=== icache_direct ===
icache_direct, routing congestion map:
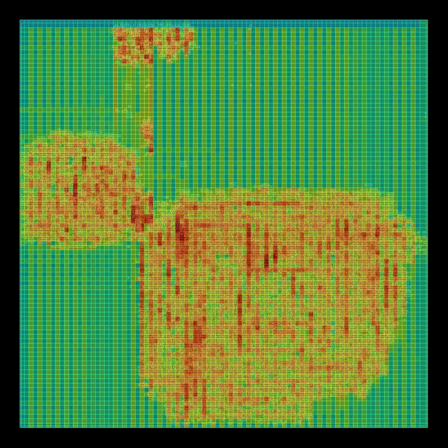

$ cat config.mk
export PLATFORM = sky130hd
export DESIGN_NAME = icache_direct
export DESIGN_NICKNAME = d
export VERILOG_FILES = /design/src/rtl/icache_direct.sv
export SDC_FILE = /design/constraint.sdc
export NUM_CORES = 2
export LEC_CHECK = 0
export CORE_MARGIN = 2
export CORE_UTILIZATION = 25
export DETAILED_ROUTE_END_ITERATION = 12
export SETUP_SLACK_MARGIN = 0.05
export SYNTH_ARGS = -nofsm -noshare
export SYNTH_HDL_FRONTEND = slang
export SYNTH_SLANG_ARGS = --single-unit
export TNS_END_PERCENT = 5
$ cat constraint.sdc
create_clock -name clk -period 10 [get_ports clk]
set_input_delay 2.5 -clock clk [delete_from_list [all_inputs] [get_ports clk]]
set_output_delay 2.5 -clock clk [all_outputs]
set_load 0.01 [all_outputs]
$ cat src/rtl/icache_direct.sv
// icache_direct: direct-mapped, blocking instruction cache.
//
// Hits return the instruction combinationally in the cycle the fetch address
// is presented. A miss stalls the fetch stage and refills the whole line,
// word 0 first, through a one-outstanding valid/ready read channel.
//
// Ports:
//   clk, reset            clock and synchronous active-high reset
//   cpu_req_valid/addr    fetch request (addr[1:0] ignored)
//   cpu_resp_valid/data   hit indication and instruction (bubble on no hit)
//   cmiss_stall           stall to control/datapath while a miss is serviced
//   flush                 single-cycle invalidate-all (fence.i)
//   mem_req_valid/ready   backing-memory read request handshake
//   mem_req_addr          word-aligned read address
//   mem_resp_valid/data   backing-memory read data
//   hit_count/miss_count  free-running event counters (wrap mod 2^32)
module icache_direct #(
  parameter int LINES = 16,
  parameter int WORDS = 4
) (
  input  logic        clk,
  input  logic        reset,
  input  logic        cpu_req_valid,
  input  logic [31:0] cpu_req_addr,
  output logic        cpu_resp_valid,
  output logic [31:0] cpu_resp_data,
  output logic        cmiss_stall,
  input  logic        flush,
  output logic        mem_req_valid,
  input  logic        mem_req_ready,
  output logic [31:0] mem_req_addr,
  input  logic        mem_resp_valid,
  input  logic [31:0] mem_resp_data,
  output logic [31:0] hit_count,
  output logic [31:0] miss_count
);

  localparam int DATA_W = 32;
  localparam int OFF_W  = $clog2(WORDS);
  localparam int IDX_W  = $clog2(LINES);
  localparam int OB     = 2 + OFF_W;
  localparam int TAG_W  = 32 - OB - IDX_W;
  localparam logic [DATA_W-1:0] BUBBLE    = 32'h0000_4033;
  localparam logic [OFF_W-1:0]  LAST_WORD = OFF_W'(WORDS - 1);

  typedef enum logic [1:0] {IDLE, REQ, WAIT} state_e;

  state_e             state_q, state_d;
  logic [OFF_W-1:0]   cnt_q, cnt_d;
  logic [IDX_W-1:0]   fill_idx_q, fill_idx_d;
  logic [TAG_W-1:0]   fill_tag_q, fill_tag_d;
  logic               flush_pend_q, flush_pend_d;
  logic [LINES-1:0]   valid_q, valid_d;
  logic [31:0]        hit_count_q, hit_count_d;
  logic [31:0]        miss_count_q, miss_count_d;
  logic [TAG_W-1:0]   tag_q  [LINES];
  logic [DATA_W-1:0]  data_q [LINES][WORDS];

  logic [OFF_W-1:0]   req_off;
  logic [IDX_W-1:0]   req_idx;
  logic [TAG_W-1:0]   req_tag;
  logic               hit;
  logic               word_wr;
  logic               tag_wr;
  logic               unused_addr_bits;

  assign req_off = cpu_req_addr[OB-1:2];
  assign req_idx = cpu_req_addr[OB+IDX_W-1:OB];
  assign req_tag = cpu_req_addr[31:OB+IDX_W];
  assign unused_addr_bits = ^cpu_req_addr[1:0];

  // Lookup is only meaningful in IDLE; during a refill the fetch is stalled.
  assign hit = cpu_req_valid && (state_q == IDLE) && valid_q[req_idx] &&
               (tag_q[req_idx] == req_tag);

  assign cpu_resp_valid = hit;
  assign cpu_resp_data  = hit ? data_q[req_idx][req_off] : BUBBLE;
  assign cmiss_stall    = ((state_q == IDLE) && cpu_req_valid && !hit) ||
                          (state_q != IDLE);
  assign mem_req_addr   = {fill_tag_q, fill_idx_q, cnt_q, 2'b00};
  assign hit_count      = hit_count_q;
  assign miss_count     = miss_count_q;

  always_comb begin
    state_d       = state_q;
    cnt_d         = cnt_q;
    fill_idx_d    = fill_idx_q;
    fill_tag_d    = fill_tag_q;
    flush_pend_d  = flush_pend_q;
    valid_d       = valid_q;
    hit_count_d   = hit_count_q;
    miss_count_d  = miss_count_q;
    mem_req_valid = 1'b0;
    word_wr       = 1'b0;
    tag_wr        = 1'b0;
    unique case (state_q)
      IDLE: begin
        if (cpu_req_valid) begin
          if (hit) begin
            hit_count_d = hit_count_q + 32'd1;
          end else begin
            // The line is invalid while it is partially overwritten.
            fill_idx_d       = req_idx;
            fill_tag_d       = req_tag;
            cnt_d            = '0;
            valid_d[req_idx] = 1'b0;
            miss_count_d     = miss_count_q + 32'd1;
            state_d          = REQ;
          end
        end
      end
      REQ: begin
        mem_req_valid = 1'b1;
        if (mem_req_ready) state_d = WAIT;
      end
      WAIT: begin
        if (mem_resp_valid) begin
          word_wr = 1'b1;
          if (cnt_q == LAST_WORD) begin
            tag_wr              = 1'b1;
            valid_d[fill_idx_q] = !flush_pend_q;
            flush_pend_d        = 1'b0;
            state_d             = IDLE;
          end else begin
            cnt_d   = cnt_q + OFF_W'(1);
            state_d = REQ;
          end
        end
      end
      default: state_d = IDLE;
    endcase
    // A flush arriving mid-refill must also keep the in-flight line from
    // being marked valid; a flush in IDLE (even alongside a miss) does not,
    // because that refill fetches post-flush memory contents.
    if (flush) begin
      valid_d = '0;
      if ((state_q != IDLE) && (state_d != IDLE)) flush_pend_d = 1'b1;
    end
  end

  always_ff @(posedge clk) begin
    if (reset) begin
      state_q      <= IDLE;
      cnt_q        <= '0;
      flush_pend_q <= 1'b0;
      valid_q      <= '0;
      hit_count_q  <= '0;
      miss_count_q <= '0;
    end else begin
      state_q      <= state_d;
      cnt_q        <= cnt_d;
      flush_pend_q <= flush_pend_d;
      valid_q      <= valid_d;
      hit_count_q  <= hit_count_d;
      miss_count_q <= miss_count_d;
    end
  end

  // Storage arrays and the latched fill address carry no reset.
  always_ff @(posedge clk) begin
    fill_idx_q <= fill_idx_d;
    fill_tag_q <= fill_tag_d;
    if (word_wr) data_q[fill_idx_q][cnt_q] <= mem_resp_data;
    if (tag_wr)  tag_q[fill_idx_q] <= fill_tag_q;
  end

endmodule

=== ft_add_sched ===
`config.mk`:
```
export PLATFORM = sky130hd
export DESIGN_NAME = ft_add_sched
export DESIGN_NICKNAME = d
export VERILOG_FILES = /design/src/rtl/ft_add_sched.sv
export SDC_FILE = /design/constraint.sdc
export NUM_CORES = 1
export LEC_CHECK = 0
export CAP_MARGIN = 20
export CORE_MARGIN = 4
export CORE_UTILIZATION = 50
export DETAILED_ROUTE_END_ITERATION = 10
export HOLD_SLACK_MARGIN = 0.08
export PLACE_DENSITY = 0.87
export SLEW_MARGIN = 20
export SYNTH_ARGS = -nofsm -noshare
export SYNTH_HDL_FRONTEND = slang
export SYNTH_SLANG_ARGS = --single-unit
```
`constraint.sdc`:
```
create_clock -name clk -period 5.15 [get_ports clk]
set_input_delay 1.03 -clock clk [delete_from_list [all_inputs] [get_ports clk]]
set_output_delay 1.03 -clock clk [all_outputs]
set_load 0.01 [all_outputs]
```
`src/rtl/ft_add_sched.sv`:
```
// ft_add_sched: round-robin scheduler sharing one TMR 3-bit adder
// between two requesters, with retry, error count and sticky fault.
module ft_add_sched #(
  parameter int ADD_LAT   = 1,
  parameter int MAX_RETRY = 2,
  parameter int CNT_W     = 8
) (
  input  logic             clk,
  input  logic             rst_n,
  input  logic [1:0]       req_valid,
  output logic [1:0]       req_ready,
  input  logic [5:0]       req_a,
  input  logic [5:0]       req_b,
  input  logic [1:0]       req_par,
  input  logic [5:0]       req_op,
  output logic [1:0]       rsp_valid,
  output logic [2:0]       rsp_sum,
  output logic             rsp_cout,
  output logic [1:0]       rsp_status,
  output logic [2:0]       add_a,
  output logic [2:0]       add_b,
  output logic             add_par,
  output logic [2:0]       add_c,
  output logic             add_en,
  input  logic [2:0]       add_sum,
  input  logic             add_cout,
  input  logic [1:0]       add_err,
  output logic             fault,
  input  logic             clr_fault,
  output logic [CNT_W-1:0] err_cnt
);

  localparam int LW = (ADD_LAT < 2) ? 1 : $clog2(ADD_LAT + 1);
  localparam int RW = (MAX_RETRY < 2) ? 1 : $clog2(MAX_RETRY + 1);
  localparam logic [LW-1:0] LAT  = LW'(ADD_LAT);
  localparam logic [RW-1:0] RMAX = RW'(MAX_RETRY);

  localparam logic [1:0] ST_OK   = 2'b00;
  localparam logic [1:0] ST_REJ  = 2'b01;
  localparam logic [1:0] ST_FAIL = 2'b10;

  typedef enum logic [1:0] {
    S_IDLE, S_CHECK, S_WAIT, S_RESP
  } state_t;

  typedef struct packed {
    logic [2:0] a;
    logic [2:0] b;
    logic       par;
    logic [2:0] op;
  } op_t;

  state_t         state_q, state_d;
  logic           ptr_q, gnt_q, gnt_sel;
  op_t            op_q, op_sel;
  logic [LW-1:0]  wcnt_q;
  logic [RW-1:0]  rty_q;
  logic           accept, bad, smp, good, fail_set;

  always_comb begin
    gnt_sel = ptr_q;
    if (req_valid == 2'b01) gnt_sel = 1'b0;
    else if (req_valid == 2'b10) gnt_sel = 1'b1;
  end

  // ready is gated by rst_n so it reads 0 while reset is held
  assign accept    = rst_n && (state_q == S_IDLE) && (|req_valid);
  assign req_ready = accept ? (gnt_sel ? 2'b10 : 2'b01) : 2'b00;

  assign op_sel = gnt_sel
    ? '{req_a[5:3], req_b[5:3], req_par[1], req_op[5:3]}
    : '{req_a[2:0], req_b[2:0], req_par[0], req_op[2:0]};

  assign bad = !(^{op_q.a, op_q.b, op_q.par}) ||
               !((op_q.op == 3'b001) || (op_q.op == 3'b010) ||
                 (op_q.op == 3'b100));

  assign smp      = (state_q == S_WAIT) && (wcnt_q == LW'(1));
  assign good     = (add_err == 2'b10);
  assign fail_set = smp && !good && (rty_q == RMAX);

  assign add_en    = (state_q == S_WAIT);
  assign rsp_valid = (state_q == S_RESP) ? (gnt_q ? 2'b10 : 2'b01)
                                         : 2'b00;

  always_comb begin
    state_d = state_q;
    unique case (state_q)
      S_IDLE:  if (accept) state_d = S_CHECK;
      S_CHECK: state_d = (bad || fault) ? S_RESP : S_WAIT;
      S_WAIT:  if (smp && (good || rty_q == RMAX)) state_d = S_RESP;
      S_RESP:  state_d = S_IDLE;
      default: state_d = S_IDLE;
    endcase
  end

  always_ff @(posedge clk or negedge rst_n) begin
    if (!rst_n) begin
      state_q    <= S_IDLE;
      ptr_q      <= 1'b0;
      gnt_q      <= 1'b0;
      op_q       <= '0;
      wcnt_q     <= '0;
      rty_q      <= '0;
      rsp_sum    <= '0;
      rsp_cout   <= 1'b0;
      rsp_status <= ST_OK;
      add_a      <= '0;
      add_b      <= '0;
      add_par    <= 1'b0;
      add_c      <= '0;
      fault      <= 1'b0;
      err_cnt    <= '0;
    end else begin
      state_q <= state_d;
      if (accept) begin
        op_q  <= op_sel;
        gnt_q <= gnt_sel;
        ptr_q <= ~gnt_sel;
      end
      if (state_q == S_CHECK) begin
        if (bad) begin
          rsp_status <= ST_REJ;
        end else if (fault) begin
          rsp_status <= ST_FAIL;
        end else begin
          add_a   <= op_q.a;
          add_b   <= op_q.b;
          add_par <= op_q.par;
          add_c   <= op_q.op;
          wcnt_q  <= LAT;
          rty_q   <= '0;
        end
      end
      if (state_q == S_WAIT) begin
        if (!smp) begin
          wcnt_q <= wcnt_q - LW'(1);
        end else if (good) begin
          rsp_sum    <= add_sum;
          rsp_cout   <= add_cout;
          rsp_status <= ST_OK;
        end else begin
          if (~&err_cnt) err_cnt <= err_cnt + CNT_W'(1);
          wcnt_q <= LAT;
          if (rty_q == RMAX) begin
            rsp_sum    <= add_sum;
            rsp_cout   <= add_cout;
            rsp_status <= ST_FAIL;
          end else begin
            rty_q <= rty_q + RW'(1);
          end
        end
      end
      if (fail_set) fault <= 1'b1;
      else if (clr_fault) fault <= 1'b0;
    end
  end

endmodule

```

==> screenshots <==
Signal wires on met2.
Cells faint in the background.
shot_01.png
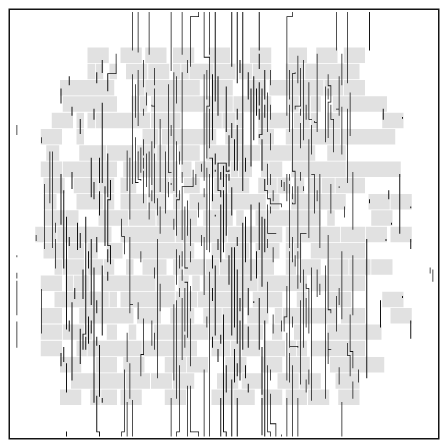
shot_02.png
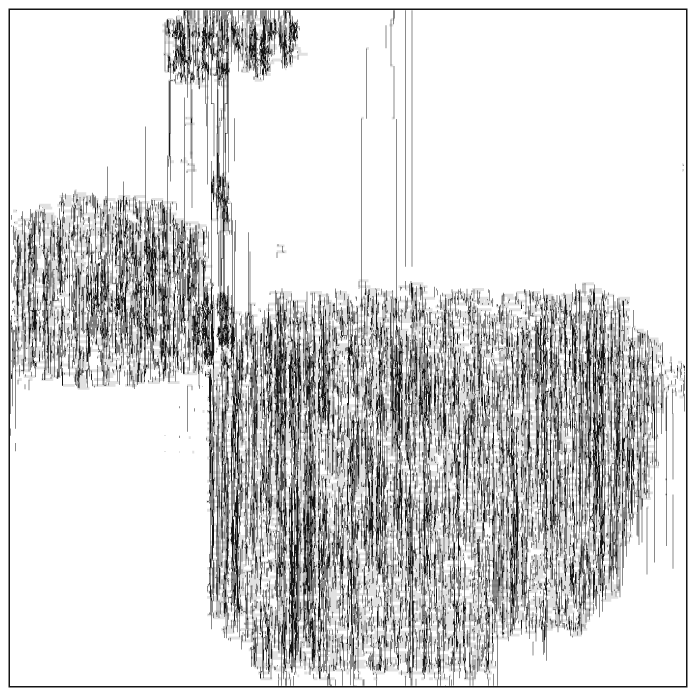
| picture | from |
|---|---|
| shot_02.png | icache_direct |
| shot_01.png | ft_add_sched |

Key to shot_01.png:
- wire length on this layer: 2200 um
- share of all routed wire: 52%
- longest straight run: 29.7 um
- main direction: vertical

ft_add_sched, M3 wires:
The bar under the picture is 20 um long.
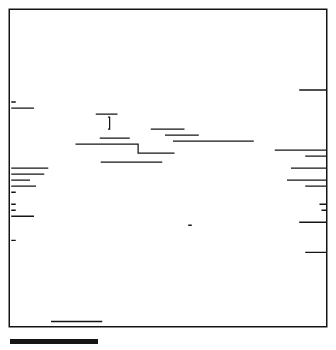
- nets with wire on the layer: 28
- wire length on this layer: 187 um
routed wire length: 4250 um
GR Util met3: 4.77%
vias: 1533

ft_add_sched, logic cells by family:
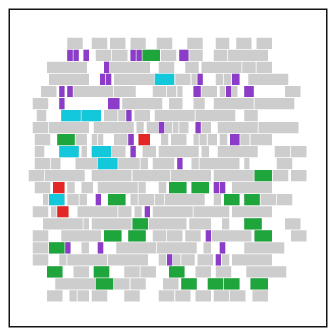
- cyan: adder and majority cells (cells 7; most used ha_1; where left middle)
- red: AND-OR and OR-AND gates (cells 3; most used a21o_1)
- green: multiplexers (cells 22; most used mux2_2)
- purple: NAND gates (cells 35; most used nand2_1)
most instantiated logic cell after routing: clkdlybuf4s50_1
Comb area share: 33.2%
fin cells: 294

==> Changelog: implementation, ft_add_sched <==
### Physical design

* Rows at 22
* Max cap viols at 0
* Bufs and invs on worst path at 2
* Post-Syn Instances at 180
* Run status: finished clean
* GRT Overall Usage at 17.7%
* Starting Density at 53.4%
* Post-DP HPWL at 3220 um
* Pwr Total at 0.00156 W
* Yosys top cell by instances: dfrtp_1
* Worst Setup EP: req_ready[1]
* Most common logic cells in the final layout: clkdlybuf4s50_1, dfrtp_1, nand2_1, o21ai_0, mux2_2
* CTS resizes at 0
* Combinational share of power at 49.5%
* Top cells by area: dfrtp_1, mux2_2, nand2_1
==> ft_add_sched: power groups by stage <==
stage,Clock (W),Combinational (W),Sequential [W]
after global placement,0,0.000753,0.000574
after floorplan,0,0.000469,0.000594
after global routing,0.000232,0.000845,0.000598
final,0.000213,0.000771,0.000574
after CTS,0.000218,0.000783,0.000575
after detailed placement,0,0.000779,0.000580
==> ft_add_sched: metal layers <==
layer	vias to the layer above	GRT usage (%)
met1	735	22.6
met2	40	29.1
met4	0	5.85
met3	4	4.77
met5	-	0
li1	754	-
==> ft_add_sched: flip-flops by register name, summed over array words and instances (netlist names) <==
name        count
op_q           10
err_cnt         8
add_a           3
add_b           3
add_c           3
rsp_sum         3
rsp_status      2
rty_q           2
state_q         2
add_par         1
fault           1
gnt_q           1
ptr_q           1
rsp_cout        1
wcnt_q          1
==> ft_add_sched: final cells by class <==
type / count / area [sq um] / area share (%)
inverter: 7 / 26.3 / 0.954
multi-input combinational: 127 / 915 / 33.2
clock buffer: 7 / 86.3 / 3.13
timing repair buffer: 62 / 611 / 22.2
clock inverter: 1 / 5.00 / 0.182
tap: 48 / 60.1 / 2.18
sequential: 42 / 1050 / 38.2
icache_direct, M3 wires:
The bar under the picture is 200 um long.
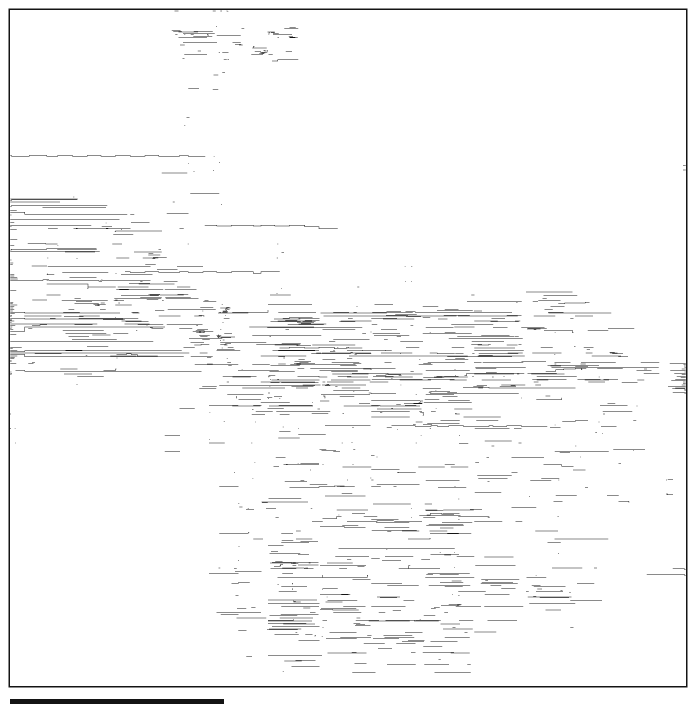
- share of all routed wire: 7.5%
- wire length on this layer: 19300 um
vias: 47943
routed wire length: 256000 um
GR Util met3: 2.17%

About 'routing congestion map' of icache_direct:
M1 GR Usage: 17.0%
GRT Overall Usage: 12.4%
GR Util met2: 20.5%
gr busiest metal: met2

==> Changelog: implementation, icache_direct <==
### Physical design

* Setup TNS at 0 ps
* Crit path launch type: input pin
* CP delay by family, top: buffers and inverters
* Hold slack at 502 ps
* Area Growth Syn to Fin at 17.9%
* Run status: finished clean
* Max cap viols at 0
* Crit-path slowest cell: clkdlybuf4s50_1
* Minimum clock period at 9330 ps
* CLK BUF at 341
* Post-DP HPWL at 131000 um
* First-pass GRT wire length at 362000 um
* Cell area after synthesis at 0.0989 sq mm
* Comb area leader: multiplexers
* # H-tree levels at 5
* CTS Buf Count at 274
* Pwr Total at 0.0226 W
* Ys async rst share at 0%
* Worst-path clk slew at 50 ps
* Mux share at 18.1%
* Synth top area share at 74.7%
* Crit path largest cell delay at 560 ps
* RSZ-0062 raised after global routing: no
* Number of antenna violations at the first check in global routing at 25
* Crit path depth at 15
* Xor/xnor share at 0.213%
* Pin count of the biggest net entering global routing at 129
* Most common logic cells in the final layout: edfxtp_1, mux4_2, clkbuf_16, clkdlybuf4s50_1, buf_4
* Synth Warn # at 0
## icache_direct: state kept, by name, indices dropped and copies added (netlist names)
register      flops
fill_idx_q        4
cnt_q             2
flush_pend_q      1
fill_tag_q       24
miss_count       32
valid_q          16
hit_count        32
data_q         2048
state_q           2
tag_q           384
## icache_direct: worst paths after layout
| kind | startpoint | slack [ps] | endpoint |
|---|---|---|---|
| setup / recovery | cpu_req_addr[4] | 670 | cpu_resp_data[9] |
| hold reg to reg | hit_count[19]$_SDFFE_PP0P_ | 500 | hit_count[19]$_SDFFE_PP0P_ |
| hold / removal | hit_count[19]$_SDFFE_PP0P_ | 500 | hit_count[19]$_SDFFE_PP0P_ |
| setup reg to reg | tag_q[9][20]$_DFFE_PP_ | 5660 | fill_tag_q[0]$_DFFE_PP_ |
## icache_direct: worst reg2reg max path, delay by kind of cell, from the launching register on
kind | cells | cell delay (ps)
AND-OR/OR-AND | 1 | 360
XOR/XNOR | 1 | 240
buffers and inverters | 2 | 830
flip-flops | 1 | 360
multiplexers | 2 | 990
AND/OR/NAND/NOR | 3 | 1200


==> layout pictures side by side <==
Register map, names as in the netlist.
Other sequential cells in the stronger gray, the rest of the logic in the fainter gray.
image #1
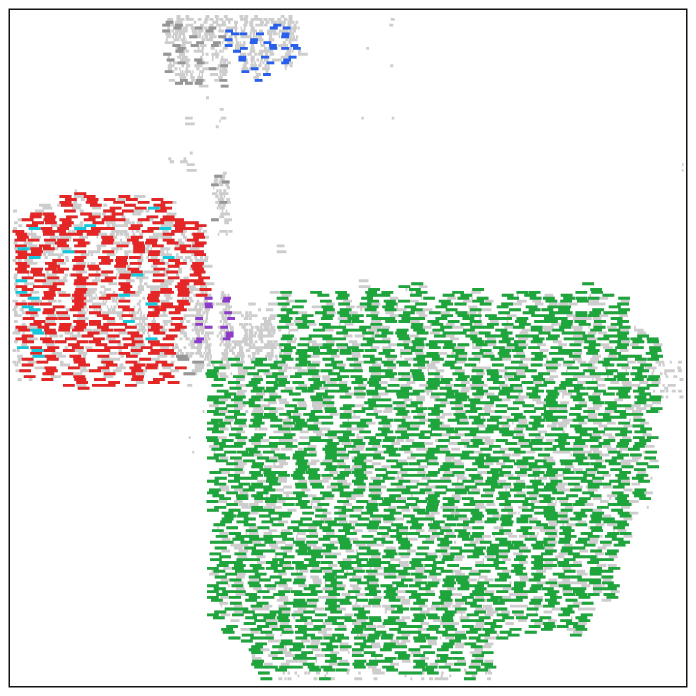
image #2
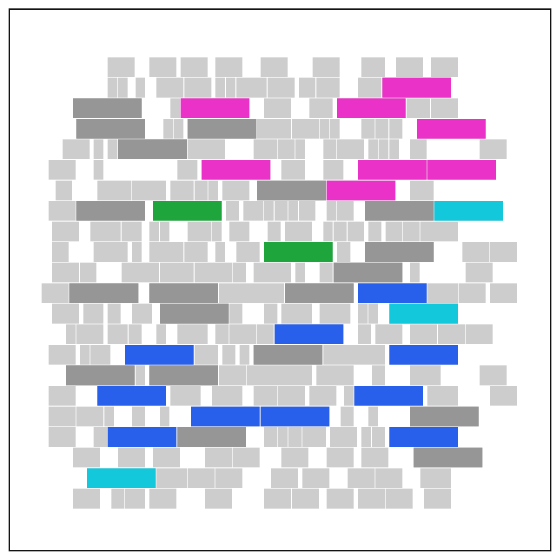
ft_add_sched: image #2
icache_direct: image #1
- most sequential cells: image #1
- most cells: image #1

Key to image #2:
- magenta: `err_cnt` (sequential cells 8)
- cyan: `add_b` (sequential cells 3)
- green: `rsp_status` (sequential cells 2)
- blue: `op_q` (sequential cells 10)
- not colored: 19

Power is estimated from default activity; no workload was simulated.
